==================== write_sector_sequencer_flat
write_sector_sequencer_flat, placement by cell class:
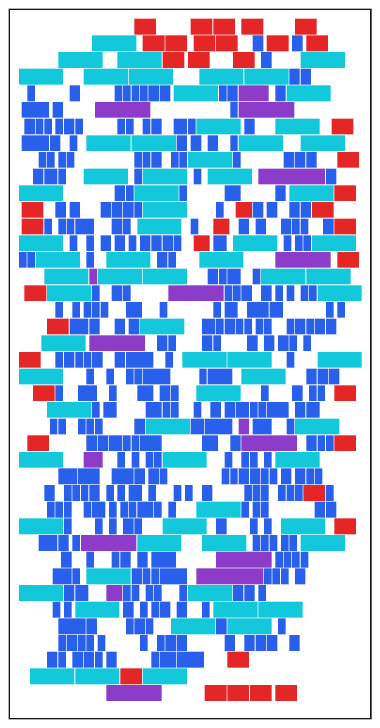

<file path="config.mk">
export PLATFORM = sky130hd
export DESIGN_NAME = write_sector_sequencer_flat
export DESIGN_NICKNAME = d
export VERILOG_FILES = /design/src/rtl/write_sector_sequencer_pkg.sv /design/src/rtl/write_sector_sequencer_if.sv /design/src/rtl/write_sector_sequencer_sync_2ff.sv /design/src/rtl/write_sector_sequencer.sv /design/src/flat_wrapper.sv
export SDC_FILE = /design/constraint.sdc
export NUM_CORES = 1
export LEC_CHECK = 0
export ABC_AREA = 1
export ABC_CLOCK_PERIOD_IN_PS = 3400
export CORE_ASPECT_RATIO = 2
export CORE_UTILIZATION = 50
export CTS_CLUSTER_DIAMETER = 80
export DETAILED_ROUTE_END_ITERATION = 7
export PLACE_DENSITY = 0.73
export SYNTH_ARGS = -nofsm -noshare
export SYNTH_HDL_FRONTEND = slang
export SYNTH_SLANG_ARGS = --single-unit
</file>
<file path="constraint.sdc">
create_clock -name hf_clk -period 3.4 [get_ports hf_clk]
set_input_delay 0.68 -clock hf_clk [delete_from_list [all_inputs] [get_ports hf_clk]]
set_output_delay 0.68 -clock hf_clk [all_outputs]
set_load 0.03 [all_outputs]
</file>
<file path="src/rtl/write_sector_sequencer_pkg.sv">
// Shared constants for the write-sector sequencer: FSM state codes and abort causes.
package wsq_pkg;

    localparam logic [2:0] ST_IDLE  = 3'd0;
    localparam logic [2:0] ST_ARM   = 3'd1;
    localparam logic [2:0] ST_HUNT  = 3'd2;
    localparam logic [2:0] ST_DATA  = 3'd3;
    localparam logic [2:0] ST_DONE  = 3'd4;
    localparam logic [2:0] ST_ABORT = 3'd5;

    localparam logic [1:0] ERR_NONE    = 2'd0;
    localparam logic [1:0] ERR_GATE    = 2'd1;
    localparam logic [1:0] ERR_TIMEOUT = 2'd2;
    localparam logic [1:0] ERR_SYNC    = 2'd3;

endpackage

</file>
<file path="src/rtl/write_sector_sequencer_if.sv">
// Drive-side, separator and sector-buffer signals of the write-sector sequencer.
interface write_sector_sequencer_if #(
    parameter int ADDR_WIDTH = 9
);
    logic                  wr_gate;
    logic [ADDR_WIDTH-1:0] sector_len;
    logic                  sep_en;
    logic                  sep_clock;
    logic                  sep_data;
    logic                  buf_we;
    logic [ADDR_WIDTH-1:0] buf_addr;
    logic [7:0]            buf_wdata;
    logic                  busy;
    logic                  sector_done;
    logic                  err;
    logic [1:0]            err_code;

    modport master (
        output wr_gate, sector_len, sep_clock, sep_data,
        input  sep_en, buf_we, buf_addr, buf_wdata, busy, sector_done, err, err_code
    );

    modport slave (
        input  wr_gate, sector_len, sep_clock, sep_data,
        output sep_en, buf_we, buf_addr, buf_wdata, busy, sector_done, err, err_code
    );
endinterface

</file>
<file path="src/rtl/write_sector_sequencer_sync_2ff.sv">
// Reusable two-flop synchronizer for a single asynchronous level signal.
module sync_2ff (
    input  logic clk,
    input  logic rst,
    input  logic d,
    output logic q
);
    logic meta_q, meta_d;
    logic sync_q, sync_d;

    always_comb begin
        meta_d = d;
        sync_d = meta_q;
    end

    always_ff @(posedge clk) begin
        if (rst) begin
            meta_q <= 1'b0;
            sync_q <= 1'b0;
        end else begin
            meta_q <= meta_d;
            sync_q <= sync_d;
        end
    end

    assign q = sync_q;
endmodule

</file>
<file path="src/rtl/write_sector_sequencer.sv">
// Write-sector sequencer: arms the data separator on write gate, hunts the sync mark,
// then packs separated bits MSB-first into bytes written to the sector buffer.
module write_sector_sequencer
    import wsq_pkg::*;
#(
    parameter int GATE_SETTLE  = 4,
    parameter int PREAMBLE_MIN = 8,
    parameter int ADDR_WIDTH   = 9,
    parameter int BIT_TIMEOUT  = 64
) (
    input logic                     hf_clk,
    input logic                     rst,
    write_sector_sequencer_if.slave bus
);
    localparam int SW = $clog2(GATE_SETTLE + 1);
    localparam int ZW = $clog2(PREAMBLE_MIN + 1);
    localparam int TW = $clog2(BIT_TIMEOUT);
    localparam int BW = ADDR_WIDTH + 1;
    localparam logic [SW-1:0] SETTLE_LAST = SW'(GATE_SETTLE - 1);
    localparam logic [ZW-1:0] ZERO_MIN    = ZW'(PREAMBLE_MIN);
    localparam logic [TW-1:0] TIMER_LAST  = TW'(BIT_TIMEOUT - 1);

    logic                  gate_s;
    logic                  gate_q, gate_d;
    logic                  sep_clock_q, sep_clock_d;
    logic [2:0]            state_q, state_d;
    logic [SW-1:0]         settle_q, settle_d;
    logic [ZW-1:0]         zero_q, zero_d;
    logic [TW-1:0]         timer_q, timer_d;
    logic [2:0]            bit_cnt_q, bit_cnt_d;
    logic [6:0]            shift_q, shift_d;
    logic [BW-1:0]         byte_cnt_q, byte_cnt_d;
    logic [ADDR_WIDTH-1:0] len_q, len_d;
    logic                  buf_we_q, buf_we_d;
    logic [ADDR_WIDTH-1:0] buf_addr_q, buf_addr_d;
    logic [7:0]            buf_wdata_q, buf_wdata_d;
    logic                  done_q, done_d;
    logic                  err_q, err_d;
    logic [1:0]            err_code_q, err_code_d;
    logic                  bit_evt;
    logic                  timeout;
    logic                  byte_done;

    sync_2ff u_gate_sync (
        .clk (hf_clk),
        .rst (rst),
        .d   (bus.wr_gate),
        .q   (gate_s)
    );

    assign bit_evt = bus.sep_clock & ~sep_clock_q;
    assign timeout = ~bit_evt && (timer_q == TIMER_LAST);

    always_comb begin
        gate_d      = gate_s;
        sep_clock_d = bus.sep_clock;
        state_d     = state_q;
        settle_d    = settle_q;
        zero_d      = zero_q;
        timer_d     = timer_q;
        bit_cnt_d   = bit_cnt_q;
        shift_d     = shift_q;
        byte_cnt_d  = byte_cnt_q;
        len_d       = len_q;
        buf_we_d    = 1'b0;
        buf_addr_d  = buf_addr_q;
        buf_wdata_d = buf_wdata_q;
        done_d      = 1'b0;
        err_d       = 1'b0;
        err_code_d  = err_code_q;
        byte_done   = 1'b0;

        case (state_q)
            ST_IDLE: begin
                if (gate_s && !gate_q) begin
                    state_d    = ST_ARM;
                    settle_d   = '0;
                    err_code_d = ERR_NONE;
                end
            end
            ST_ARM: begin
                len_d      = bus.sector_len;
                zero_d     = '0;
                timer_d    = '0;
                bit_cnt_d  = '0;
                shift_d    = '0;
                byte_cnt_d = '0;
                if (!gate_s) begin
                    state_d    = ST_ABORT;
                    err_d      = 1'b1;
                    err_code_d = ERR_GATE;
                end else if (settle_q == SETTLE_LAST) begin
                    state_d = ST_HUNT;
                end else begin
                    settle_d = settle_q + 1'b1;
                end
            end
            ST_HUNT: begin
                timer_d = bit_evt ? '0 : timer_q + 1'b1;
                // A gate drop before a full preamble was seen is reported as lost sync.
                if (!gate_s) begin
                    state_d    = ST_ABORT;
                    err_d      = 1'b1;
                    err_code_d = (zero_q < ZERO_MIN) ? ERR_SYNC : ERR_GATE;
                end else if (timeout) begin
                    state_d    = ST_ABORT;
                    err_d      = 1'b1;
                    err_code_d = ERR_TIMEOUT;
                end else if (bit_evt) begin
                    if (!bus.sep_data) begin
                        if (zero_q < ZERO_MIN) begin
                            zero_d = zero_q + 1'b1;
                        end
                    end else if (zero_q >= ZERO_MIN) begin
                        state_d = ST_DATA;
                    end else begin
                        zero_d = '0;
                    end
                end
            end
            ST_DATA: begin
                timer_d = bit_evt ? '0 : timer_q + 1'b1;
                if (bit_evt) begin
                    shift_d = {shift_q[5:0], bus.sep_data};
                    if (bit_cnt_q == 3'd7) begin
                        buf_we_d    = 1'b1;
                        buf_addr_d  = byte_cnt_q[ADDR_WIDTH-1:0];
                        buf_wdata_d = {shift_q, bus.sep_data};
                        byte_cnt_d  = byte_cnt_q + 1'b1;
                        bit_cnt_d   = '0;
                        byte_done   = 1'b1;
                    end else begin
                        bit_cnt_d = bit_cnt_q + 3'd1;
                    end
                end
                // A byte completed on the gate-drop cycle is still written before aborting.
                if (!gate_s) begin
                    state_d    = ST_ABORT;
                    err_d      = 1'b1;
                    err_code_d = ERR_GATE;
                end else if (timeout) begin
                    state_d    = ST_ABORT;
                    err_d      = 1'b1;
                    err_code_d = ERR_TIMEOUT;
                end else if (byte_done && (byte_cnt_q == {1'b0, len_q})) begin
                    state_d = ST_DONE;
                    done_d  = 1'b1;
                end
            end
            ST_DONE: begin
                if (!gate_s) begin
                    state_d = ST_IDLE;
                end
            end
            ST_ABORT: begin
                if (!gate_s) begin
                    state_d = ST_IDLE;
                end
            end
            default: begin
                state_d = ST_IDLE;
            end
        endcase
    end

    always_ff @(posedge hf_clk) begin
        if (rst) begin
            gate_q      <= 1'b0;
            sep_clock_q <= 1'b0;
            state_q     <= ST_IDLE;
            settle_q    <= '0;
            zero_q      <= '0;
            timer_q     <= '0;
            bit_cnt_q   <= '0;
            shift_q     <= '0;
            byte_cnt_q  <= '0;
            len_q       <= '0;
            buf_we_q    <= 1'b0;
            buf_addr_q  <= '0;
            buf_wdata_q <= '0;
            done_q      <= 1'b0;
            err_q       <= 1'b0;
            err_code_q  <= ERR_NONE;
        end else begin
            gate_q      <= gate_d;
            sep_clock_q <= sep_clock_d;
            state_q     <= state_d;
            settle_q    <= settle_d;
            zero_q      <= zero_d;
            timer_q     <= timer_d;
            bit_cnt_q   <= bit_cnt_d;
            shift_q     <= shift_d;
            byte_cnt_q  <= byte_cnt_d;
            len_q       <= len_d;
            buf_we_q    <= buf_we_d;
            buf_addr_q  <= buf_addr_d;
            buf_wdata_q <= buf_wdata_d;
            done_q      <= done_d;
            err_q       <= err_d;
            err_code_q  <= err_code_d;
        end
    end

    assign bus.sep_en      = (state_q == ST_HUNT) || (state_q == ST_DATA);
    assign bus.busy        = (state_q != ST_IDLE);
    assign bus.buf_we      = buf_we_q;
    assign bus.buf_addr    = buf_addr_q;
    assign bus.buf_wdata   = buf_wdata_q;
    assign bus.sector_done = done_q;
    assign bus.err         = err_q;
    assign bus.err_code    = err_code_q;
endmodule

</file>
<file path="src/flat_wrapper.sv">
// flat-port wrapper written by rule: the top's interface ports become plain ports
module write_sector_sequencer_flat import wsq_pkg::*;
#(
    parameter int GATE_SETTLE  = 4,
    parameter int PREAMBLE_MIN = 8,
    parameter int ADDR_WIDTH   = 9,
    parameter int BIT_TIMEOUT  = 64
)
  (hf_clk, rst, bus_wr_gate, bus_sector_len, bus_sep_clock, bus_sep_data, bus_sep_en, bus_buf_we, bus_buf_addr, bus_buf_wdata, bus_busy, bus_sector_done, bus_err, bus_err_code);
  write_sector_sequencer_if #(.ADDR_WIDTH(ADDR_WIDTH)) bus_i ();
  input logic hf_clk;
  input logic rst;
  input wire logic [$bits(bus_i.wr_gate)-1:0] bus_wr_gate;
  input wire logic [$bits(bus_i.sector_len)-1:0] bus_sector_len;
  input wire logic [$bits(bus_i.sep_clock)-1:0] bus_sep_clock;
  input wire logic [$bits(bus_i.sep_data)-1:0] bus_sep_data;
  output wire logic [$bits(bus_i.sep_en)-1:0] bus_sep_en;
  output wire logic [$bits(bus_i.buf_we)-1:0] bus_buf_we;
  output wire logic [$bits(bus_i.buf_addr)-1:0] bus_buf_addr;
  output wire logic [$bits(bus_i.buf_wdata)-1:0] bus_buf_wdata;
  output wire logic [$bits(bus_i.busy)-1:0] bus_busy;
  output wire logic [$bits(bus_i.sector_done)-1:0] bus_sector_done;
  output wire logic [$bits(bus_i.err)-1:0] bus_err;
  output wire logic [$bits(bus_i.err_code)-1:0] bus_err_code;
  assign bus_i.wr_gate = bus_wr_gate;
  assign bus_i.sector_len = bus_sector_len;
  assign bus_i.sep_clock = bus_sep_clock;
  assign bus_i.sep_data = bus_sep_data;
  assign bus_sep_en = bus_i.sep_en;
  assign bus_buf_we = bus_i.buf_we;
  assign bus_buf_addr = bus_i.buf_addr;
  assign bus_buf_wdata = bus_i.buf_wdata;
  assign bus_busy = bus_i.busy;
  assign bus_sector_done = bus_i.sector_done;
  assign bus_err = bus_i.err;
  assign bus_err_code = bus_i.err_code;
  write_sector_sequencer #(.GATE_SETTLE(GATE_SETTLE), .PREAMBLE_MIN(PREAMBLE_MIN), .ADDR_WIDTH(ADDR_WIDTH), .BIT_TIMEOUT(BIT_TIMEOUT)) u_core (.hf_clk(hf_clk), .rst(rst), .bus(bus_i));
endmodule
</file>
==================== seq_machine_n
## src/rtl/seq_machine_n.sv

```systemverilog
// seq_machine_n: N-bit state register stepping through binary, Gray or
// Johnson sequences, with direction control, parallel load and a one-cycle
// wrap flag. Storage can be built from D or JK flip-flops with identical
// cycle behaviour.
module seq_machine_n #(
  parameter int unsigned     WIDTH     = 3,
  parameter int unsigned     FF_STYLE  = 0,
  parameter logic [WIDTH-1:0] RESET_VAL = '0
) (
  input  logic             CLK,
  input  logic             RESET,
  input  logic             x,
  input  logic             EN,
  input  logic [1:0]       MODE,
  input  logic             LOAD,
  input  logic [WIDTH-1:0] D_IN,
  output logic [WIDTH-1:0] S,
  output logic             F
);

  localparam logic [1:0] MODE_BIN  = 2'b00;
  localparam logic [1:0] MODE_GRAY = 2'b01;
  localparam logic [1:0] MODE_JOHN = 2'b10;
  localparam logic [1:0] MODE_HOLD = 2'b11;

  localparam logic [WIDTH-1:0] ALL_ONES = {WIDTH{1'b1}};
  localparam logic [WIDTH-1:0] MSB_ONLY = {1'b1, {(WIDTH-1){1'b0}}};

  logic [WIDTH-1:0] nxt_s;
  logic             nxt_f;
  logic [WIDTH-1:0] wrap_top;
  logic [WIDTH-1:0] bin_val;
  logic [WIDTH-1:0] inv_s;
  logic             john_valid;

  function automatic logic [WIDTH-1:0] gray2bin(input logic [WIDTH-1:0] g);
    logic [WIDTH-1:0] b;
    b[WIDTH-1] = g[WIDTH-1];
    for (int i = int'(WIDTH) - 2; i >= 0; i--) begin
      b[i] = b[i+1] ^ g[i];
    end
    return b;
  endfunction

  // Next-state and wrap-flag decode; reset is applied at the register.
  always_comb begin
    nxt_s      = S;
    nxt_f      = 1'b0;
    wrap_top   = MSB_ONLY;
    bin_val    = '0;
    inv_s      = ~S;
    // Twisted-ring codes are a run of ones at the low end, or its complement.
    john_valid = ((S & (S + WIDTH'(1))) == '0) ||
                 ((inv_s & (inv_s + WIDTH'(1))) == '0);
    if (LOAD) begin
      nxt_s = D_IN;
    end else if (EN) begin
      case (MODE)
        MODE_BIN: begin
          wrap_top = ALL_ONES;
          nxt_s    = x ? (S - WIDTH'(1)) : (S + WIDTH'(1));
        end
        MODE_GRAY: begin
          bin_val = gray2bin(S);
          bin_val = x ? (bin_val - WIDTH'(1)) : (bin_val + WIDTH'(1));
          nxt_s   = bin_val ^ (bin_val >> 1);
        end
        MODE_JOHN: begin
          if (john_valid) begin
            nxt_s = x ? {~S[0], S[WIDTH-1:1]} : {S[WIDTH-2:0], ~S[WIDTH-1]};
          end else begin
            nxt_s = '0;
          end
        end
        default: nxt_s = S;
      endcase
      if (MODE != MODE_HOLD) begin
        nxt_f = x ? ((S == '0) && (nxt_s == wrap_top))
                  : ((S == wrap_top) && (nxt_s == '0));
      end
    end
  end

  // Wrap flag register.
  always_ff @(posedge CLK) begin
    if (RESET) F <= 1'b0;
    else       F <= nxt_f;
  end

  generate
    if (FF_STYLE == 0) begin : g_dff
      // D-style state storage.
      always_ff @(posedge CLK) begin
        if (RESET) S <= RESET_VAL;
        else       S <= nxt_s;
      end
    end else begin : g_jkff
      logic [WIDTH-1:0] j;
      logic [WIDTH-1:0] k;
      assign j = nxt_s & ~S;
      assign k = ~nxt_s & S;
      // JK-style state storage: Q+ = J&~Q | ~K&Q per bit.
      always_ff @(posedge CLK) begin
        if (RESET) S <= RESET_VAL;
        else       S <= (j & ~S) | (~k & S);
      end
    end
  endgenerate

endmodule

```

## config.mk

```make
export PLATFORM = sky130hd
export DESIGN_NAME = seq_machine_n
export DESIGN_NICKNAME = d
export VERILOG_FILES = /design/src/rtl/seq_machine_n.sv
export SDC_FILE = /design/constraint.sdc
export NUM_CORES = 1
export LEC_CHECK = 0
export CAP_MARGIN = 25
export CORE_MARGIN = 4
export CORE_UTILIZATION = 44
export DETAILED_ROUTE_END_ITERATION = 8
export GPL_TIMING_DRIVEN = 0
export PLACE_DENSITY = 0.74
export SKIP_CTS_REPAIR_TIMING = 1
export SLEW_MARGIN = 40
export SYNTH_ARGS = -nofsm -noshare
export SYNTH_HDL_FRONTEND = slang
export SYNTH_SLANG_ARGS = --single-unit
```

## constraint.sdc

```tcl
create_clock -name CLK -period 2.3 [get_ports CLK]
set_clock_uncertainty 0.1 [all_clocks]
set_input_delay 0.345 -clock CLK [delete_from_list [all_inputs] [get_ports CLK]]
set_output_delay 0.345 -clock CLK [all_outputs]
set_load 0.05 [all_outputs]
```

seq_machine_n, placement by cell class:
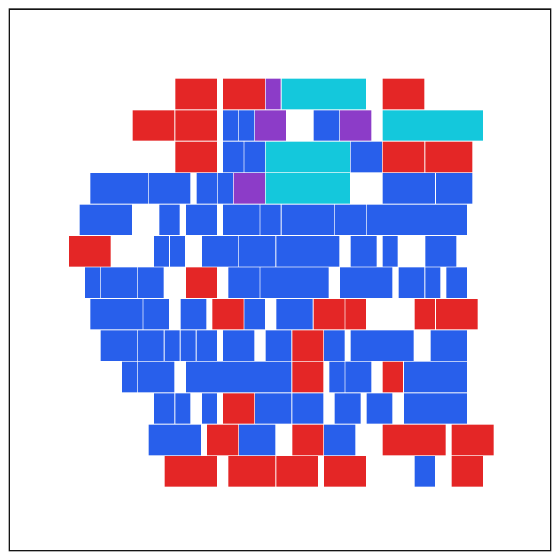
[remaining buffers and delay cells] red | cells: 28 | share of their area: 27%
[sequential cells] cyan | cells: 4 | share of their area: 9.1%
[clock drivers and dummy loads] purple | cells: 4 | share of their area: 2.9%
[combinational and other logic] blue | cells: 70 | share of their area: 61%

==> impl_metrics.yaml, seq_machine_n <==
# synthesis and place-and-route metrics
detailed_routing:
  wl_per_cell_um: 14.7
  drtIter0Drc: 21
  drtPass1Iterations: 4
die:
  taps: 15
  die_width_um: 46.7
  core_area_mm2: 0.00135
sta:
  maxSlewViolCount: 0
layout:
  layout.nonclk_buf_frac: 0.269
  num-multi-input-gates: 65
  comb_area_frac: 0.569
  sh_seq_area: 0.0893
  final_cells: 121
  ff_count: 4
  logic_area_um2: 534
global_route:
  met2_usage: 0.266
  first_global_vias: 617
clock_network:
  cts-root-buf: "clkbuf_4"
  cts_max_path_buffers: 2
yosys:
  syn_area_um2: 659
  ys_area_um2: 659
  ys_sh_aoi: 0.328
worst_setup_path:
  startpoint: "S[0]"
  critPathKind: "flip-flop to flip-flop"
  r2r_cells: 9
  crit_cells: 9
outcome:
  status: "completed"
seq_machine_n: how the worst min path moves through the flow:
stage                       start  endpoint  slack [ps]  cells past startpoint
final                     D_IN[1]      S[1]         580                      3
after global placement       S[2]         F         620                      4
after CTS                 D_IN[1]      S[1]         570                      3
after floorplan             RESET      S[0]         310                      1
after global routing      D_IN[1]      S[1]         620                      3
after detailed placement     S[2]         F         630                      4
seq_machine_n: flip-flops by register name, indices dropped and copies added, names as in the netlist:
register,cells
F,1
S,3
write_sector_sequencer_flat, supply network:
The bar under the picture is 20 um long. Pins as bars on the die edge. Tap cells in grey.
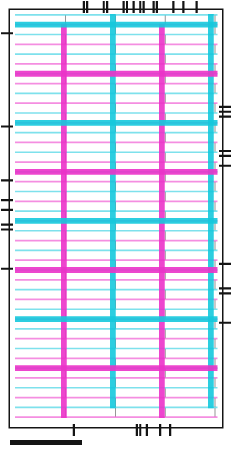
[VSS] magenta
[VDD] cyan
rows: 41
met5 straps: 8
signal pins: 38
tap cells: 86

## Picture notes: 'placement by cell class' of write_sector_sequencer_flat
[combinational and other logic] blue | cells: 365 | share of their area: 45%
[sequential cells] cyan | cells: 71 | share of their area: 37%
[remaining buffers and delay cells] red | cells: 40 | share of their area: 10%
[clock drivers and dummy loads] purple | cells: 16 | share of their area: 8.4%

==> impl_metrics.yaml, write_sector_sequencer_flat <==
# synthesis and place-and-route metrics
global_route:
  grt_usage: 0.251
detailed_routing:
  wirelength_um: 7670
  drtIter0Drc: 129
layout:
  drive_above_1_share: 0.0935
  logic_area_mm2: 0.00151
  num-multi-input-gates: 305
sta:
  finClkSkew_ps: 4.31
outcome:
  status: "completed"
clock_network:
  cts_made_buffers: 9
  cts-root-buf: "clkbuf_16"
worst_hold_path:
  hold-path-endpoint: "u_core.u_gate_sync.q"
  hp-start: "u_core.u_gate_sync.meta_q"
power_and_ir_drop:
  leakage_nw: 1.65
die:
  io_pins: 38
  rows: 41
yosys:
  muxShareOfSynthArea: 0
  ys_top_logic_family: "simple AND/OR/NAND/NOR gates"
  yosysCellCount: 451
==> write_sector_sequencer_flat: through the flow <==
stage	util	cells	power [mW]	hold slack (ps)	instance area, um^2
floorplan	-	451	1.62	388	3230
global placement	0.584	562	1.82	394	3660
detailed placement	0.584	562	1.83	399	3660
CTS	0.636	578	2.84	408	3980
global route	0.636	578	3.00	433	3980
finish	0.636	578	2.83	406	3980
==> write_sector_sequencer_flat: power breakdown <==
group,switching [mW],internal (mW),total (mW),leakage (nW)
combinational,0.537,0.264,0.801,0.918
clock,0.345,0.662,1.01,0.156
sequential,0.0837,0.936,1.02,0.576
total,0.966,1.86,2.83,1.65

==================== mem_stage
mem_stage, placement by cell class:
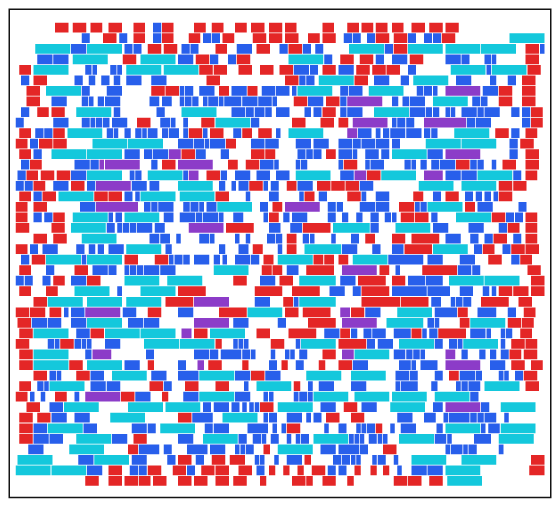

## src/rtl/mem_stage_pkg.sv

```systemverilog
// Shared encodings for the memory-access stage: access sizes, write-data
// select, FSM states, the held-instruction record and the alignment rule.
package mem_stage_pkg;

  localparam logic [1:0] MEMLEN_WORD  = 2'b00;
  localparam logic [1:0] MEMLEN_HALF  = 2'b01;
  localparam logic [1:0] MEMLEN_BYTE  = 2'b10;
  localparam logic [1:0] MEMLEN_UBYTE = 2'b11;

  localparam logic [1:0] CWD_ALU = 2'b00;
  localparam logic [1:0] CWD_MEM = 2'b01;

  localparam logic [1:0] ST_IDLE = 2'b00;
  localparam logic [1:0] ST_BUS  = 2'b01;
  localparam logic [1:0] ST_DONE = 2'b10;

  typedef struct packed {
    logic        cregwa;
    logic [1:0]  cregwd;
    logic        regwe;
    logic [1:0]  memlen;
    logic        memwe;
    logic [31:0] rd2;
    logic [4:0]  rt;
    logic [4:0]  rd;
    logic [31:0] aluout;
  } held_t;

  // Bytes never misalign; halves need addr[0]==0, words need addr[1:0]==0.
  function automatic logic is_misaligned(input logic [1:0] memlen, input logic [1:0] addr_lo);
    logic bad;
    bad = 1'b0;
    if (memlen == MEMLEN_WORD) bad = (addr_lo != 2'b00);
    else if (memlen == MEMLEN_HALF) bad = addr_lo[0];
    return bad;
  endfunction

endpackage

```

## src/rtl/mem_stage_lane.sv

```systemverilog
// Combinational lane logic: store replication and byte enables, plus
// load lane selection with sign/zero extension.
module mem_lane
  import mem_stage_pkg::*;
(
  input  logic [1:0]  memlen,
  input  logic [1:0]  addr_lo,
  input  logic [31:0] store_data,
  input  logic [31:0] load_word,
  output logic [3:0]  be,
  output logic [31:0] wdata,
  output logic [31:0] load_data
);

  logic [7:0]  rbyte [4];
  logic [7:0]  byte_sel;
  logic [15:0] half_sel;

  for (genvar gi = 0; gi < 4; gi++) begin : g_lane
    assign rbyte[gi] = load_word[8*gi +: 8];
  end

  assign byte_sel = rbyte[addr_lo];
  assign half_sel = addr_lo[1] ? {rbyte[3], rbyte[2]} : {rbyte[1], rbyte[0]};

  always_comb begin
    be        = 4'b1111;
    wdata     = store_data;
    load_data = load_word;
    case (memlen)
      MEMLEN_HALF: begin
        be        = addr_lo[1] ? 4'b1100 : 4'b0011;
        wdata     = {2{store_data[15:0]}};
        load_data = {{16{half_sel[15]}}, half_sel};
      end
      MEMLEN_BYTE: begin
        be        = 4'b0001 << addr_lo;
        wdata     = {4{store_data[7:0]}};
        load_data = {{24{byte_sel[7]}}, byte_sel};
      end
      MEMLEN_UBYTE: begin
        be        = 4'b0001 << addr_lo;
        wdata     = {4{store_data[7:0]}};
        load_data = {24'h0, byte_sel};
      end
      default: ;
    endcase
  end

endmodule

```

## src/rtl/mem_stage.sv

```systemverilog
// Memory-access pipeline stage: holds one instruction, runs a req/ack bus
// access with timeout when needed, and emits a one-cycle write-back bundle.
module mem_stage
  import mem_stage_pkg::*;
#(
  parameter int TIMEOUT = 255
) (
  input  logic        clk,
  input  logic        rst,
  input  logic        in_valid,
  output logic        in_ready,
  input  logic        cregwa_i,
  input  logic [1:0]  cregwd_i,
  input  logic        regwe_i,
  input  logic [1:0]  memlen_i,
  input  logic        memwe_i,
  input  logic [31:0] rd2_i,
  input  logic [4:0]  rt_i,
  input  logic [4:0]  rd_i,
  input  logic [31:0] aluout_i,
  output logic        dmem_req,
  output logic        dmem_we,
  output logic [31:0] dmem_addr,
  output logic [3:0]  dmem_be,
  output logic [31:0] dmem_wdata,
  input  logic        dmem_ack,
  input  logic [31:0] dmem_rdata,
  output logic        stall_o,
  output logic        we_mem,
  output logic [4:0]  wa_mem,
  output logic [31:0] wd_mem,
  output logic [1:0]  cwd_mem,
  output logic        out_valid,
  output logic        wb_we,
  output logic [4:0]  wb_wa,
  output logic [31:0] wb_wd,
  output logic        misalign,
  output logic        bus_err
);

  localparam int CNT_W = $clog2(TIMEOUT + 1);

  logic [1:0]       state_reg;
  held_t            hold_reg;
  logic [CNT_W-1:0] cnt_reg;
  logic             misalign_reg, bus_err_reg;
  logic             wb_we_reg;
  logic [4:0]       wb_wa_reg;
  logic [31:0]      wb_wd_reg;

  logic        accept, mem_op_in, misalign_in, in_bus, held;
  logic [3:0]  lane_be;
  logic [31:0] lane_wdata, lane_load;

  assign in_ready    = (state_reg == ST_IDLE);
  assign accept      = in_valid && in_ready;
  assign mem_op_in   = memwe_i || (cregwd_i == CWD_MEM);
  assign misalign_in = mem_op_in && is_misaligned(memlen_i, aluout_i[1:0]);
  assign in_bus      = (state_reg == ST_BUS);
  assign held        = (state_reg != ST_IDLE);

  mem_lane u_lane (
    .memlen     (hold_reg.memlen),
    .addr_lo    (hold_reg.aluout[1:0]),
    .store_data (hold_reg.rd2),
    .load_word  (dmem_rdata),
    .be         (lane_be),
    .wdata      (lane_wdata),
    .load_data  (lane_load)
  );

  // Bus fields come straight from the holding registers, so they stay stable until ack.
  assign dmem_req   = in_bus;
  assign dmem_we    = in_bus && hold_reg.memwe;
  assign dmem_addr  = in_bus ? {hold_reg.aluout[31:2], 2'b00} : 32'h0;
  assign dmem_be    = in_bus ? lane_be : 4'h0;
  assign dmem_wdata = in_bus ? lane_wdata : 32'h0;

  assign stall_o = held || (in_valid && mem_op_in);

  assign we_mem  = held && hold_reg.regwe;
  assign wa_mem  = held ? (hold_reg.cregwa ? hold_reg.rd : hold_reg.rt) : 5'd0;
  assign wd_mem  = held ? hold_reg.aluout : 32'h0;
  assign cwd_mem = held ? hold_reg.cregwd : 2'b00;

  assign out_valid = (state_reg == ST_DONE);
  assign wb_we     = wb_we_reg;
  assign wb_wa     = wb_wa_reg;
  assign wb_wd     = wb_wd_reg;
  assign misalign  = misalign_reg;
  assign bus_err   = bus_err_reg;

  always_ff @(posedge clk or negedge rst) begin
    if (!rst) begin
      state_reg    <= ST_IDLE;
      hold_reg     <= '0;
      cnt_reg      <= '0;
      misalign_reg <= 1'b0;
      bus_err_reg  <= 1'b0;
      wb_we_reg    <= 1'b0;
      wb_wa_reg    <= 5'd0;
      wb_wd_reg    <= 32'h0;
    end else begin
      case (state_reg)
        ST_IDLE: begin
          if (accept) begin
            hold_reg     <= '{cregwa: cregwa_i, cregwd: cregwd_i, regwe: regwe_i,
                              memlen: memlen_i, memwe: memwe_i, rd2: rd2_i,
                              rt: rt_i, rd: rd_i, aluout: aluout_i};
            misalign_reg <= misalign_in;
            bus_err_reg  <= 1'b0;
            cnt_reg      <= '0;
            wb_wa_reg    <= cregwa_i ? rd_i : rt_i;
            wb_wd_reg    <= aluout_i;
            if (mem_op_in && !misalign_in) begin
              state_reg <= ST_BUS;
            end else begin
              wb_we_reg <= regwe_i && !misalign_in;
              state_reg <= ST_DONE;
            end
          end
        end
        ST_BUS: begin
          // Ack takes priority over expiry when both land in the same cycle.
          if (dmem_ack) begin
            wb_we_reg <= hold_reg.regwe;
            wb_wd_reg <= (hold_reg.cregwd == CWD_MEM) ? lane_load : hold_reg.aluout;
            state_reg <= ST_DONE;
          end else if (cnt_reg == CNT_W'(TIMEOUT - 1)) begin
            bus_err_reg <= 1'b1;
            wb_we_reg   <= 1'b0;
            state_reg   <= ST_DONE;
          end else begin
            cnt_reg <= cnt_reg + CNT_W'(1);
          end
        end
        ST_DONE: begin
          wb_we_reg <= 1'b0;
          wb_wa_reg <= 5'd0;
          wb_wd_reg <= 32'h0;
          state_reg <= ST_IDLE;
        end
        default: state_reg <= ST_IDLE;
      endcase
    end
  end

endmodule

```

## config.mk

```make
export PLATFORM = sky130hd
export DESIGN_NAME = mem_stage
export DESIGN_NICKNAME = d
export VERILOG_FILES = /design/src/rtl/mem_stage_pkg.sv /design/src/rtl/mem_stage_lane.sv /design/src/rtl/mem_stage.sv
export SDC_FILE = /design/constraint.sdc
export NUM_CORES = 1
export LEC_CHECK = 0
export CAP_MARGIN = 40
export CORE_ASPECT_RATIO = 0.9
export CORE_UTILIZATION = 46
export CTS_CLUSTER_DIAMETER = 50
export CTS_CLUSTER_SIZE = 28
export DETAILED_ROUTE_END_ITERATION = 10
export PLACE_DENSITY_LB_ADDON = 0.08
export SLEW_MARGIN = 25
export SYNTH_ARGS = -nofsm -noshare
export SYNTH_HDL_FRONTEND = slang
export SYNTH_HIERARCHICAL = 1
export SYNTH_SLANG_ARGS = --single-unit
export TNS_END_PERCENT = 5
```

## constraint.sdc

```tcl
create_clock -name clk -period 2.23 [get_ports clk]
set_input_delay 0.446 -clock clk [delete_from_list [all_inputs] [get_ports clk]]
set_output_delay 0.446 -clock clk [all_outputs]
set_load 0.01 [all_outputs]
```

==================== round_robin_grant_arbiter
===== config.mk =====
export PLATFORM = sky130hd
export DESIGN_NAME = round_robin_grant_arbiter
export DESIGN_NICKNAME = d
export VERILOG_FILES = /design/src/rtl/round_robin_grant_arbiter.sv
export SDC_FILE = /design/constraint.sdc
export NUM_CORES = 1
export LEC_CHECK = 0
export CAP_MARGIN = 20
export CELL_PAD_IN_SITES_DETAIL_PLACEMENT = 1
export CELL_PAD_IN_SITES_GLOBAL_PLACEMENT = 2
export CORE_ASPECT_RATIO = 1.4
export CORE_MARGIN = 4
export CORE_UTILIZATION = 40
export DETAILED_ROUTE_END_ITERATION = 12
export PLACE_DENSITY = 0.95
export SKIP_CTS_REPAIR_TIMING = 1
export SLEW_MARGIN = 20
export SYNTH_ARGS = -nofsm -noshare
export SYNTH_HDL_FRONTEND = slang
export SYNTH_SLANG_ARGS = --single-unit

===== constraint.sdc =====
create_clock -name Clock_In -period 6.6 [get_ports Clock_In]
set_clock_uncertainty 0.1 [all_clocks]
set_input_delay 1.32 -clock Clock_In [delete_from_list [all_inputs] [get_ports Clock_In]]
set_output_delay 1.32 -clock Clock_In [all_outputs]
set_load 0.005 [all_outputs]

===== src/rtl/round_robin_grant_arbiter.sv =====
// Eight-requester round-robin arbiter with a bounded hold time and a
// one-cycle break-before-make gap between consecutive grants.
module round_robin_grant_arbiter #(
  parameter int unsigned TIMEOUT_CYCLES = 15
) (
  input  logic       Clock_In,
  input  logic       Reset_In,
  input  logic [7:0] Request_In,
  input  logic       Release_In,
  output logic       Grant_Valid_Out,
  output logic [2:0] Grant_Index_Out,
  output logic [7:0] Grant_Onehot_Out,
  output logic       Timeout_Out
);

  typedef enum logic [1:0] {
    IDLE  = 2'd0,
    GRANT = 2'd1,
    GAP   = 2'd2
  } state_t;

  localparam logic [7:0] HOLD_LAST = 8'(TIMEOUT_CYCLES - 1);

  state_t     state_q, state_d;
  logic [2:0] ptr_q, ptr_d;
  logic [7:0] hold_q, hold_d;
  logic       valid_q, valid_d;
  logic [2:0] idx_q, idx_d;
  logic [7:0] onehot_q, onehot_d;
  logic       timeout_q, timeout_d;

  logic [2:0] pick_s;
  logic       released_s;
  logic       expired_s;

  // First set request at or above ptr, wrapping 7->0; smallest offset wins.
  function automatic logic [2:0] rr_pick(input logic [7:0] req, input logic [2:0] ptr);
    logic [2:0] cand;
    rr_pick = ptr;
    for (int k = 7; k >= 0; k--) begin
      cand = ptr + 3'(k);
      if (req[cand]) begin
        rr_pick = cand;
      end else begin
        rr_pick = rr_pick;
      end
    end
  endfunction

  assign pick_s     = rr_pick(Request_In, ptr_q);
  assign released_s = Release_In | ~Request_In[idx_q];
  assign expired_s  = (hold_q == HOLD_LAST);

  // Next-state, pointer, hold counter and registered output values.
  always_comb begin
    state_d   = state_q;
    ptr_d     = ptr_q;
    hold_d    = hold_q;
    valid_d   = valid_q;
    idx_d     = idx_q;
    onehot_d  = onehot_q;
    timeout_d = 1'b0;
    case (state_q)
      IDLE, GAP: begin
        if (Request_In != 8'h00) begin
          state_d  = GRANT;
          valid_d  = 1'b1;
          idx_d    = pick_s;
          onehot_d = 8'h01 << pick_s;
          hold_d   = 8'h00;
        end else begin
          state_d  = IDLE;
          valid_d  = 1'b0;
          onehot_d = 8'h00;
        end
      end
      GRANT: begin
        if (released_s || expired_s) begin
          state_d   = GAP;
          valid_d   = 1'b0;
          onehot_d  = 8'h00;
          ptr_d     = idx_q + 3'd1;
          // A release on the final cycle takes precedence over the timeout.
          timeout_d = expired_s & ~released_s;
        end else begin
          hold_d = hold_q + 8'd1;
        end
      end
      default: begin
        state_d  = IDLE;
        valid_d  = 1'b0;
        onehot_d = 8'h00;
      end
    endcase
  end

  // State and output registers; reset clears everything without a clock edge.
  always_ff @(posedge Clock_In or posedge Reset_In) begin
    if (Reset_In) begin
      state_q   <= IDLE;
      ptr_q     <= 3'd0;
      hold_q    <= 8'h00;
      valid_q   <= 1'b0;
      idx_q     <= 3'd0;
      onehot_q  <= 8'h00;
      timeout_q <= 1'b0;
    end else begin
      state_q   <= state_d;
      ptr_q     <= ptr_d;
      hold_q    <= hold_d;
      valid_q   <= valid_d;
      idx_q     <= idx_d;
      onehot_q  <= onehot_d;
      timeout_q <= timeout_d;
    end
  end

  assign Grant_Valid_Out  = valid_q;
  assign Grant_Index_Out  = idx_q;
  assign Grant_Onehot_Out = onehot_q;
  assign Timeout_Out      = timeout_q;

endmodule

==================== fm_read_arbiter_flat
[config.mk]
export PLATFORM = sky130hd
export DESIGN_NAME = fm_read_arbiter_flat
export DESIGN_NICKNAME = d
export VERILOG_FILES = /design/src/rtl/fm_read_arbiter_pkg.sv /design/src/rtl/fm_read_arbiter_if.sv /design/src/rtl/fm_read_arbiter_rr_arbiter.sv /design/src/rtl/fm_read_arbiter.sv /design/src/flat_wrapper.sv
export SDC_FILE = /design/constraint.sdc
export NUM_CORES = 1
export LEC_CHECK = 0
export ABC_AREA = 1
export CORE_UTILIZATION = 39
export DETAILED_ROUTE_END_ITERATION = 6
export GPL_ROUTABILITY_DRIVEN = 0
export MAX_ROUTING_LAYER = met4
export PLACE_DENSITY_LB_ADDON = 0.2
export SYNTH_ARGS = -nofsm -noshare
export SYNTH_HDL_FRONTEND = slang
export SYNTH_SLANG_ARGS = --single-unit
[constraint.sdc]
create_clock -name clk -period 1.75 [get_ports clk]
set_clock_uncertainty 0.2 [all_clocks]
set_input_delay 0.35 -clock clk [delete_from_list [all_inputs] [get_ports clk]]
set_output_delay 0.35 -clock clk [all_outputs]
set_load 0.1 [all_outputs]
[src/rtl/fm_read_arbiter_pkg.sv]
// Shared FM project constants and the read-arbiter state type.
package fm_read_arbiter_pkg;

    localparam int unsigned HASHER_EXTENDER_INDICES_COUNT = 2;
    localparam int unsigned FM_EXTENDER_BYTES_READ_COUNT  = 16;
    localparam int unsigned FM_GENOME_BTYE                = 8;

    localparam int unsigned FM_ARB_NUM_REQ = HASHER_EXTENDER_INDICES_COUNT;
    localparam int unsigned FM_ARB_RD_LAT  = 2;
    localparam int unsigned FM_ARB_ADDR_W  = 8;
    localparam int unsigned FM_PACKET_W    = FM_EXTENDER_BYTES_READ_COUNT * FM_GENOME_BTYE;

    typedef enum logic [1:0] {
        IDLE,
        ISSUE,
        WAIT,
        RSP
    } fm_arb_state_t;

endpackage

[src/rtl/fm_read_arbiter_if.sv]
// Bundle of lane request/response and FM read-port signals around the arbiter.
interface fm_read_arbiter_if
    import fm_read_arbiter_pkg::*;
#(
    parameter int unsigned NUM_REQ = FM_ARB_NUM_REQ,
    parameter int unsigned ADDR_W  = FM_ARB_ADDR_W,
    parameter int unsigned DATA_W  = FM_PACKET_W
);
    logic [NUM_REQ-1:0]        req_valid;
    logic [NUM_REQ*ADDR_W-1:0] req_addr;
    logic [NUM_REQ-1:0]        req_ready;
    logic                      fm_rd_en;
    logic [ADDR_W-1:0]         fm_rd_addr;
    logic [DATA_W-1:0]         fm_rd_data;
    logic [NUM_REQ-1:0]        rsp_valid;
    logic [DATA_W-1:0]         rsp_data;
    logic                      busy;

    // Lanes plus FM buffer side
    modport master (
        output req_valid, req_addr, fm_rd_data,
        input  req_ready, fm_rd_en, fm_rd_addr, rsp_valid, rsp_data, busy
    );

    // Arbiter side
    modport slave (
        input  req_valid, req_addr, fm_rd_data,
        output req_ready, fm_rd_en, fm_rd_addr, rsp_valid, rsp_data, busy
    );

endinterface

[src/rtl/fm_read_arbiter_rr_arbiter.sv]
// Combinational round-robin pick: first requester at or above ptr, wrapping.
module rr_arbiter #(
    parameter  int unsigned NUM_REQ = 2,
    localparam int unsigned IDX_W   = (NUM_REQ > 1) ? $clog2(NUM_REQ) : 1
) (
    input  logic [NUM_REQ-1:0] req,
    input  logic [IDX_W-1:0]   ptr,
    output logic [NUM_REQ-1:0] grant,
    output logic [IDX_W-1:0]   idx,
    output logic               any
);
    int unsigned      sum;
    logic [IDX_W-1:0] cand;

    // Walk lanes starting at ptr; the first asserted one wins.
    always_comb begin
        grant = '0;
        idx   = '0;
        any   = 1'b0;
        sum   = 0;
        cand  = '0;
        for (int unsigned i = 0; i < NUM_REQ; i++) begin
            sum = int'(ptr) + i;
            if (sum >= NUM_REQ) begin
                sum = sum - NUM_REQ;
            end
            cand = IDX_W'(sum);
            if (!any && req[cand]) begin
                grant[cand] = 1'b1;
                idx         = cand;
                any         = 1'b1;
            end
        end
    end

endmodule

[src/rtl/fm_read_arbiter.sv]
// Round-robin sharing of the single FM read port among extender lanes.
// One read outstanding: IDLE -> ISSUE -> WAIT -> RSP -> IDLE.
// Optional FM_ARB_PERF_EN adds per-lane saturating grant counters (grant_cnt).
module fm_read_arbiter
    import fm_read_arbiter_pkg::*;
#(
    parameter int unsigned NUM_REQ = FM_ARB_NUM_REQ,
    parameter int unsigned ADDR_W  = FM_ARB_ADDR_W,
    parameter int unsigned DATA_W  = FM_PACKET_W,
    parameter int unsigned RD_LAT  = FM_ARB_RD_LAT
) (
    input  logic clk,
    input  logic rst,
    fm_read_arbiter_if.slave bus
`ifdef FM_ARB_PERF_EN
    ,
    output logic [NUM_REQ*16-1:0] grant_cnt
`endif
);
    localparam int unsigned IDX_W = (NUM_REQ > 1) ? $clog2(NUM_REQ) : 1;
    localparam int unsigned CNT_W = $clog2(RD_LAT + 1);

    fm_arb_state_t     state_q, state_d;
    logic [IDX_W-1:0]  rr_ptr_q, owner_q, ptr_next;
    logic [CNT_W-1:0]  cnt_q;
    logic              fm_rd_en_q;
    logic [ADDR_W-1:0] fm_rd_addr_q, win_addr;
    logic [DATA_W-1:0] rsp_data_q;
    logic [NUM_REQ-1:0] arb_grant;
    logic [IDX_W-1:0]  arb_idx;
    logic              arb_any, grant_fire, last_wait;

    rr_arbiter #(
        .NUM_REQ (NUM_REQ)
    ) u_rr_arbiter (
        .req   (bus.req_valid),
        .ptr   (rr_ptr_q),
        .grant (arb_grant),
        .idx   (arb_idx),
        .any   (arb_any)
    );

    // Grants only from IDLE and never while reset is held.
    assign grant_fire = (state_q == IDLE) && arb_any && !rst;
    assign last_wait  = (state_q == WAIT) && (cnt_q == CNT_W'(RD_LAT - 1));

    // Select the winner's address and the pointer slot after the winner.
    always_comb begin
        win_addr = '0;
        for (int unsigned i = 0; i < NUM_REQ; i++) begin
            if (arb_grant[i]) begin
                win_addr = bus.req_addr[i*ADDR_W +: ADDR_W];
            end
        end
        ptr_next = (arb_idx == IDX_W'(NUM_REQ - 1)) ? '0 : arb_idx + IDX_W'(1);
    end

    // State register.
    always_ff @(posedge clk) begin
        if (rst) begin
            state_q <= IDLE;
        end else begin
            state_q <= state_d;
        end
    end

    // Next-state logic.
    always_comb begin
        state_d = state_q;
        unique case (state_q)
            IDLE:    if (grant_fire) state_d = ISSUE;
            ISSUE:   state_d = WAIT;
            WAIT:    if (last_wait) state_d = RSP;
            RSP:     state_d = IDLE;
            default: state_d = IDLE;
        endcase
    end

    // Combinational outputs: grant, response pulse, busy.
    always_comb begin
        bus.req_ready = grant_fire ? arb_grant : '0;
        bus.rsp_valid = '0;
        if (state_q == RSP) begin
            bus.rsp_valid[owner_q] = 1'b1;
        end
        bus.busy = (state_q != IDLE);
    end

    // Datapath: latch winner, drive the read strobe, count latency, capture data.
    always_ff @(posedge clk) begin
        if (rst) begin
            rr_ptr_q     <= '0;
            owner_q      <= '0;
            cnt_q        <= '0;
            fm_rd_en_q   <= 1'b0;
            fm_rd_addr_q <= '0;
            rsp_data_q   <= '0;
        end else begin
            fm_rd_en_q <= grant_fire;
            if (grant_fire) begin
                owner_q      <= arb_idx;
                fm_rd_addr_q <= win_addr;
                rr_ptr_q     <= ptr_next;
            end
            if (state_q == ISSUE) begin
                cnt_q <= '0;
            end else if (state_q == WAIT) begin
                cnt_q <= cnt_q + CNT_W'(1);
            end
            if (last_wait) begin
                rsp_data_q <= bus.fm_rd_data;
            end
        end
    end

    assign bus.fm_rd_en   = fm_rd_en_q;
    assign bus.fm_rd_addr = fm_rd_addr_q;
    assign bus.rsp_data   = rsp_data_q;

`ifdef FM_ARB_PERF_EN
    logic [NUM_REQ-1:0][15:0] grant_cnt_q, grant_cnt_d;

    // Per-lane grant counters, saturating at 0xFFFF.
    always_comb begin
        grant_cnt_d = grant_cnt_q;
        for (int unsigned i = 0; i < NUM_REQ; i++) begin
            if (bus.req_ready[i] && bus.req_valid[i] && (grant_cnt_q[i] != 16'hFFFF)) begin
                grant_cnt_d[i] = grant_cnt_q[i] + 16'd1;
            end
        end
    end

    // Counter register.
    always_ff @(posedge clk) begin
        if (rst) begin
            grant_cnt_q <= '0;
        end else begin
            grant_cnt_q <= grant_cnt_d;
        end
    end

    assign grant_cnt = grant_cnt_q;
`endif

endmodule

[src/flat_wrapper.sv]
// flat-port wrapper written by rule: the top's interface ports become plain ports
module fm_read_arbiter_flat import fm_read_arbiter_pkg::*;
#(
    parameter int unsigned NUM_REQ = FM_ARB_NUM_REQ,
    parameter int unsigned ADDR_W  = FM_ARB_ADDR_W,
    parameter int unsigned DATA_W  = FM_PACKET_W,
    parameter int unsigned RD_LAT  = FM_ARB_RD_LAT
)
  (clk, rst, bus_req_valid, bus_req_addr, bus_fm_rd_data, bus_req_ready, bus_fm_rd_en, bus_fm_rd_addr, bus_rsp_valid, bus_rsp_data, bus_busy);
  fm_read_arbiter_if #(.NUM_REQ(NUM_REQ), .ADDR_W(ADDR_W), .DATA_W(DATA_W)) bus_i ();
  input  logic clk;
  input  logic rst;
  input wire logic [$bits(bus_i.req_valid)-1:0] bus_req_valid;
  input wire logic [$bits(bus_i.req_addr)-1:0] bus_req_addr;
  input wire logic [$bits(bus_i.fm_rd_data)-1:0] bus_fm_rd_data;
  output wire logic [$bits(bus_i.req_ready)-1:0] bus_req_ready;
  output wire logic [$bits(bus_i.fm_rd_en)-1:0] bus_fm_rd_en;
  output wire logic [$bits(bus_i.fm_rd_addr)-1:0] bus_fm_rd_addr;
  output wire logic [$bits(bus_i.rsp_valid)-1:0] bus_rsp_valid;
  output wire logic [$bits(bus_i.rsp_data)-1:0] bus_rsp_data;
  output wire logic [$bits(bus_i.busy)-1:0] bus_busy;
  assign bus_i.req_valid = bus_req_valid;
  assign bus_i.req_addr = bus_req_addr;
  assign bus_i.fm_rd_data = bus_fm_rd_data;
  assign bus_req_ready = bus_i.req_ready;
  assign bus_fm_rd_en = bus_i.fm_rd_en;
  assign bus_fm_rd_addr = bus_i.fm_rd_addr;
  assign bus_rsp_valid = bus_i.rsp_valid;
  assign bus_rsp_data = bus_i.rsp_data;
  assign bus_busy = bus_i.busy;
  fm_read_arbiter #(.NUM_REQ(NUM_REQ), .ADDR_W(ADDR_W), .DATA_W(DATA_W), .RD_LAT(RD_LAT)) u_core (.clk(clk), .rst(rst), .bus(bus_i));
endmodule
fm_read_arbiter_flat, clock routing:
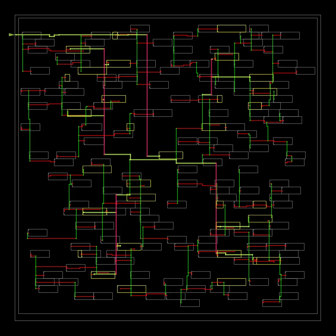
clk pwr: 4.11 mW
clkbuf count: 21
CTS sink cnt: 143
Late-Pin Clk Latency: 420 ps
flip-flops: 143

==> impl_metrics.yaml, fm_read_arbiter_flat <==
# synthesis and place-and-route metrics
outcome:
  status: "finished with violations"
  violations: "setup timing"
layout:
  largest_register_ffs: 128
  final_cells: 1159
global_route:
  top_usage_layer: "met2"
sta:
  maxSlewViolCount: 0
  fin_ws_ps: -362
  setup_violations: 5
  fin_crit_sh: 1.21
yosys:
  muxShareOfSynthArea: 0
  ys_seq_frac: 0.544
  yosysCellCount: 674
clock_network:
  cts_max_path_buffers: 2
  cts_setup_buffers: 7
worst_hold_path:
  hold_path_depth: 2
worst_setup_path:
  cp_cell_sequence: "inv_2 -> ha_4 -> nand2_1 -> nor2_4 -> nand2_4 -> clkinvlp_4 -> buf_12"
  crit_cells: 7
detailed_routing:
  wirelength_um: 18900
die:
  rows: 42
## fm_read_arbiter_flat: power by group
group          total, mW  internal, mW  switching [mW]
clock               4.11          2.74            1.37
sequential          3.95          3.61           0.345
combinational       5.58          2.15            3.43
## fm_read_arbiter_flat: cell type report
cell class | instances | area, um^2 | area share
clock buffers | 21 | 460 | 0.0429
clock inverters | 11 | 210 | 0.0196
inverters | 21 | 100 | 0.00934
multi-input cells | 464 | 2120 | 0.198
flip-flops and latches | 143 | 2870 | 0.267
well taps | 176 | 220 | 0.0205
repair buffers | 323 | 4750 | 0.443
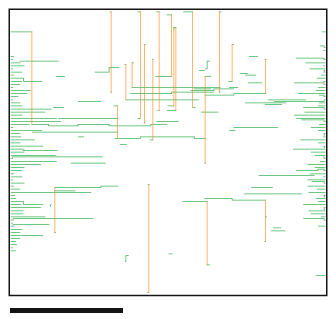
mem_stage: signal wires by layer
The bar under the picture is 50 um long. Only two layers are drawn.
[metal 4] orange | wire length: 636 um
[metal 3] green | wire length: 1590 um

## Picture notes: 'placement by cell class' of mem_stage
[clock drivers and dummy loads] purple | cells: 31 | share of their area: 5.2%
[combinational and other logic] blue | cells: 600 | share of their area: 38%
[sequential cells] cyan | cells: 131 | share of their area: 29%
[remaining buffers and delay cells] red | cells: 322 | share of their area: 28%

==> impl_metrics.yaml, mem_stage <==
# synthesis and place-and-route metrics
outcome:
  status: "completed"
global_route:
  first_global_vias: 6877
sta:
  slew_headroom: 0.661
  rsz0062_at_grt: "yes"
layout:
  largest_class: "combinational gates"
  area_growth_pct: 48.7
  nets: 1195
clock_network:
  cts_made_buffers: 17
  cts_tree: "done"
  cts_hold_repair.buffers: 1
worst_setup_path:
  cp_cell_sequence: "buf_4 -> buf_4 -> a21boi_0 -> and2_1 -> clkdlybuf4s15_1"
  critPathCapture: "dmem_be[1]"
  end_kind: "primary output"
  worstSetupStartpointType: "flip-flop"
power_and_ir_drop:
  pwr-share-clk: 0.158
  ir_worst_vdd_mv: 0.764
  pwr_density_cell_mw_per_mm2: 1530
yosys:
  ys_top_logic_family: "multiplexers"
detailed_routing:
  vias: 6899
  ant_nets: 0
worst_hold_path:
  hp-start: "misalign"
mem_stage: routing by layer:
metal	track usage	part of all wire
met2	0.429	0.46
met1	0.391	0.45
met4	0.111	0.026
met5	0	0
met3	0.0674	0.065
mem_stage: stage by stage:
step           setup WS, ps  std cells  setup TNS, ps  instance area (um^2)   util
2_1_floorplan           195        800              0                  7810      -
3_3_place_gp          -42.0       1254           -466                 11000  0.674
3_5_place_dp          -83.4       1254          -1560                 11000  0.674
4_1_cts                -124       1289           -208                 11500  0.706
5_1_grt               -55.8       1291           -518                 11600  0.710
6_report               10.6       1291              0                 11600  0.710
round_robin_grant_arbiter, placement by cell class:
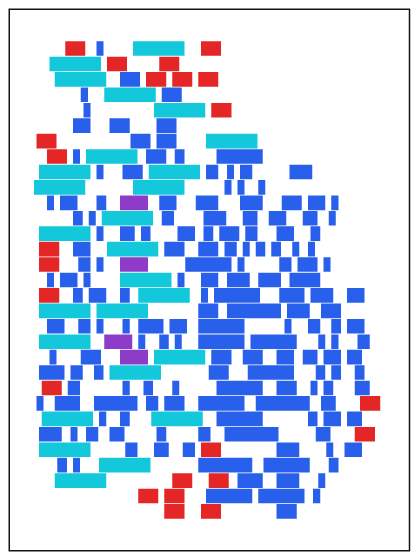
[remaining buffers and delay cells] red | cells: 23 | share of their area: 9.6%
[sequential cells] cyan | cells: 26 | share of their area: 27%
[clock drivers and dummy loads] purple | cells: 4 | share of their area: 2.3%
[combinational and other logic] blue | cells: 169 | share of their area: 61%

==> impl_metrics.yaml, round_robin_grant_arbiter <==
# synthesis and place-and-route metrics
layout:
  fillers: 593
  design_area_mm2: 0.00249
  comb_area_frac: 0.577
  inv_count: 9
power_and_ir_drop:
  leakage_nw: 1.01
  pwr_density_cell_mw_per_mm2: 547
outcome:
  status: "completed"
worst_hold_path:
  hold-path-endpoint: "Grant_Valid_Out"
global_route:
  met2_usage: 0.341
die:
  die_width_um: 70.3
placed_design:
  dp_slack_ps: 2270
yosys:
  syn_inst: 207
detailed_routing:
  via_per_inst: 6.21
clock_network:
  cts-root-buf: "clkbuf_8"
sta:
  setup_violations: 0
[round_robin_grant_arbiter: power groups by stage]
stage	registers [mW]	logic, mW	clock network, mW
6_report	0.297	0.961	0.103
3_5_place_dp	0.301	0.950	0
4_1_cts	0.298	0.959	0.106
5_1_grt	0.309	1.06	0.112
3_3_place_gp	0.297	0.927	0
2_1_floorplan	0.238	0.786	0
[round_robin_grant_arbiter: critical path, stage by stage, from the launching register on]
cell and delay (ps):
dfrtp_1 810, inv_1 310, ha_1 800, mux4_2 650, mux2_4 320, o21bai_1 180, o211a_1 210, a2111o_1 410
and2_4 170, a32o_1 260


==> layout pictures side by side <==
Signal wires by layer.
panel A
The bar under the picture is 20 um long. Only two layers are drawn.
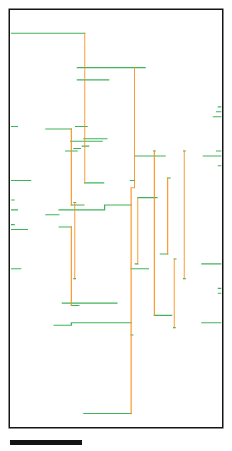
panel B
The bar under the picture is 10 um long. Only two layers are drawn.
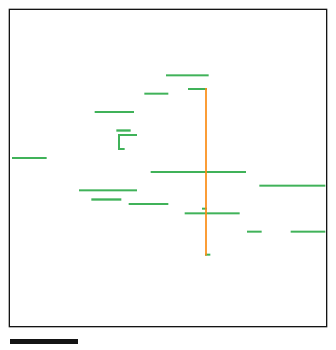
panel C
The bar under the picture is 20 um long. Only two layers are drawn.
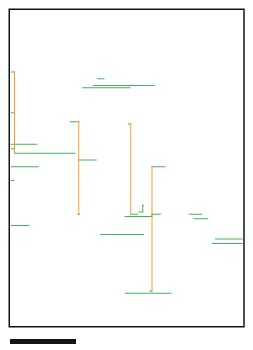
panel D
The bar under the picture is 20 um long. Only two layers are drawn.
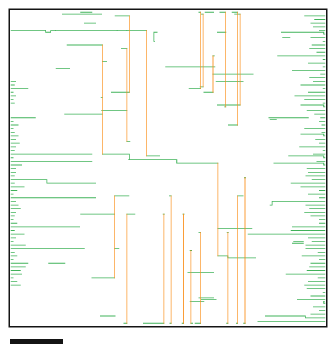
The one with the smallest die is panel B.
round_robin_grant_arbiter: panel C
seq_machine_n: panel B
write_sector_sequencer_flat: panel A
fm_read_arbiter_flat: panel D

Key to panel A:
[metal 3] green | wire length: 239 um
[metal 4] orange | wire length: 342 um


## Gallery

Supply network.
image #1
The bar under the picture is 10 um long. Pins as bars on the die edge. Tap cells in grey.
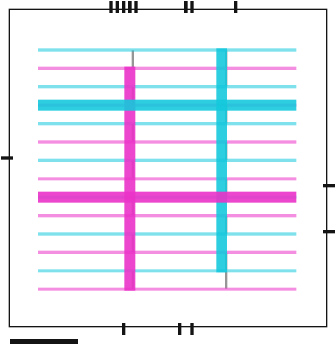
image #2
The bar under the picture is 50 um long. Pins as bars on the die edge. Tap cells in grey.
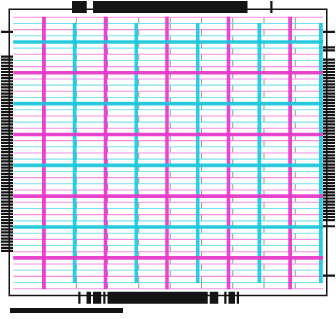
image #3
The bar under the picture is 20 um long. Pins as bars on the die edge. Tap cells in grey.
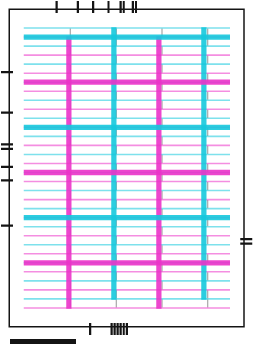
image #4
The bar under the picture is 20 um long. Pins as bars on the die edge. Tap cells in grey.
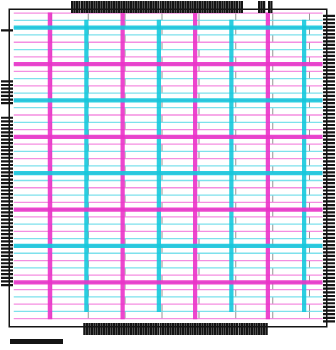
The one with the largest die is image #2.
mem_stage -> image #2
round_robin_grant_arbiter -> image #3
fm_read_arbiter_flat -> image #4
seq_machine_n -> image #1

Key to image #4:
[VSS] magenta
[VDD] cyan
met5 straps: 8
rows: 42
met4 straps: 8
met1 rails: 43
tap cells: 176

Power is estimated from default activity; no workload was simulated.
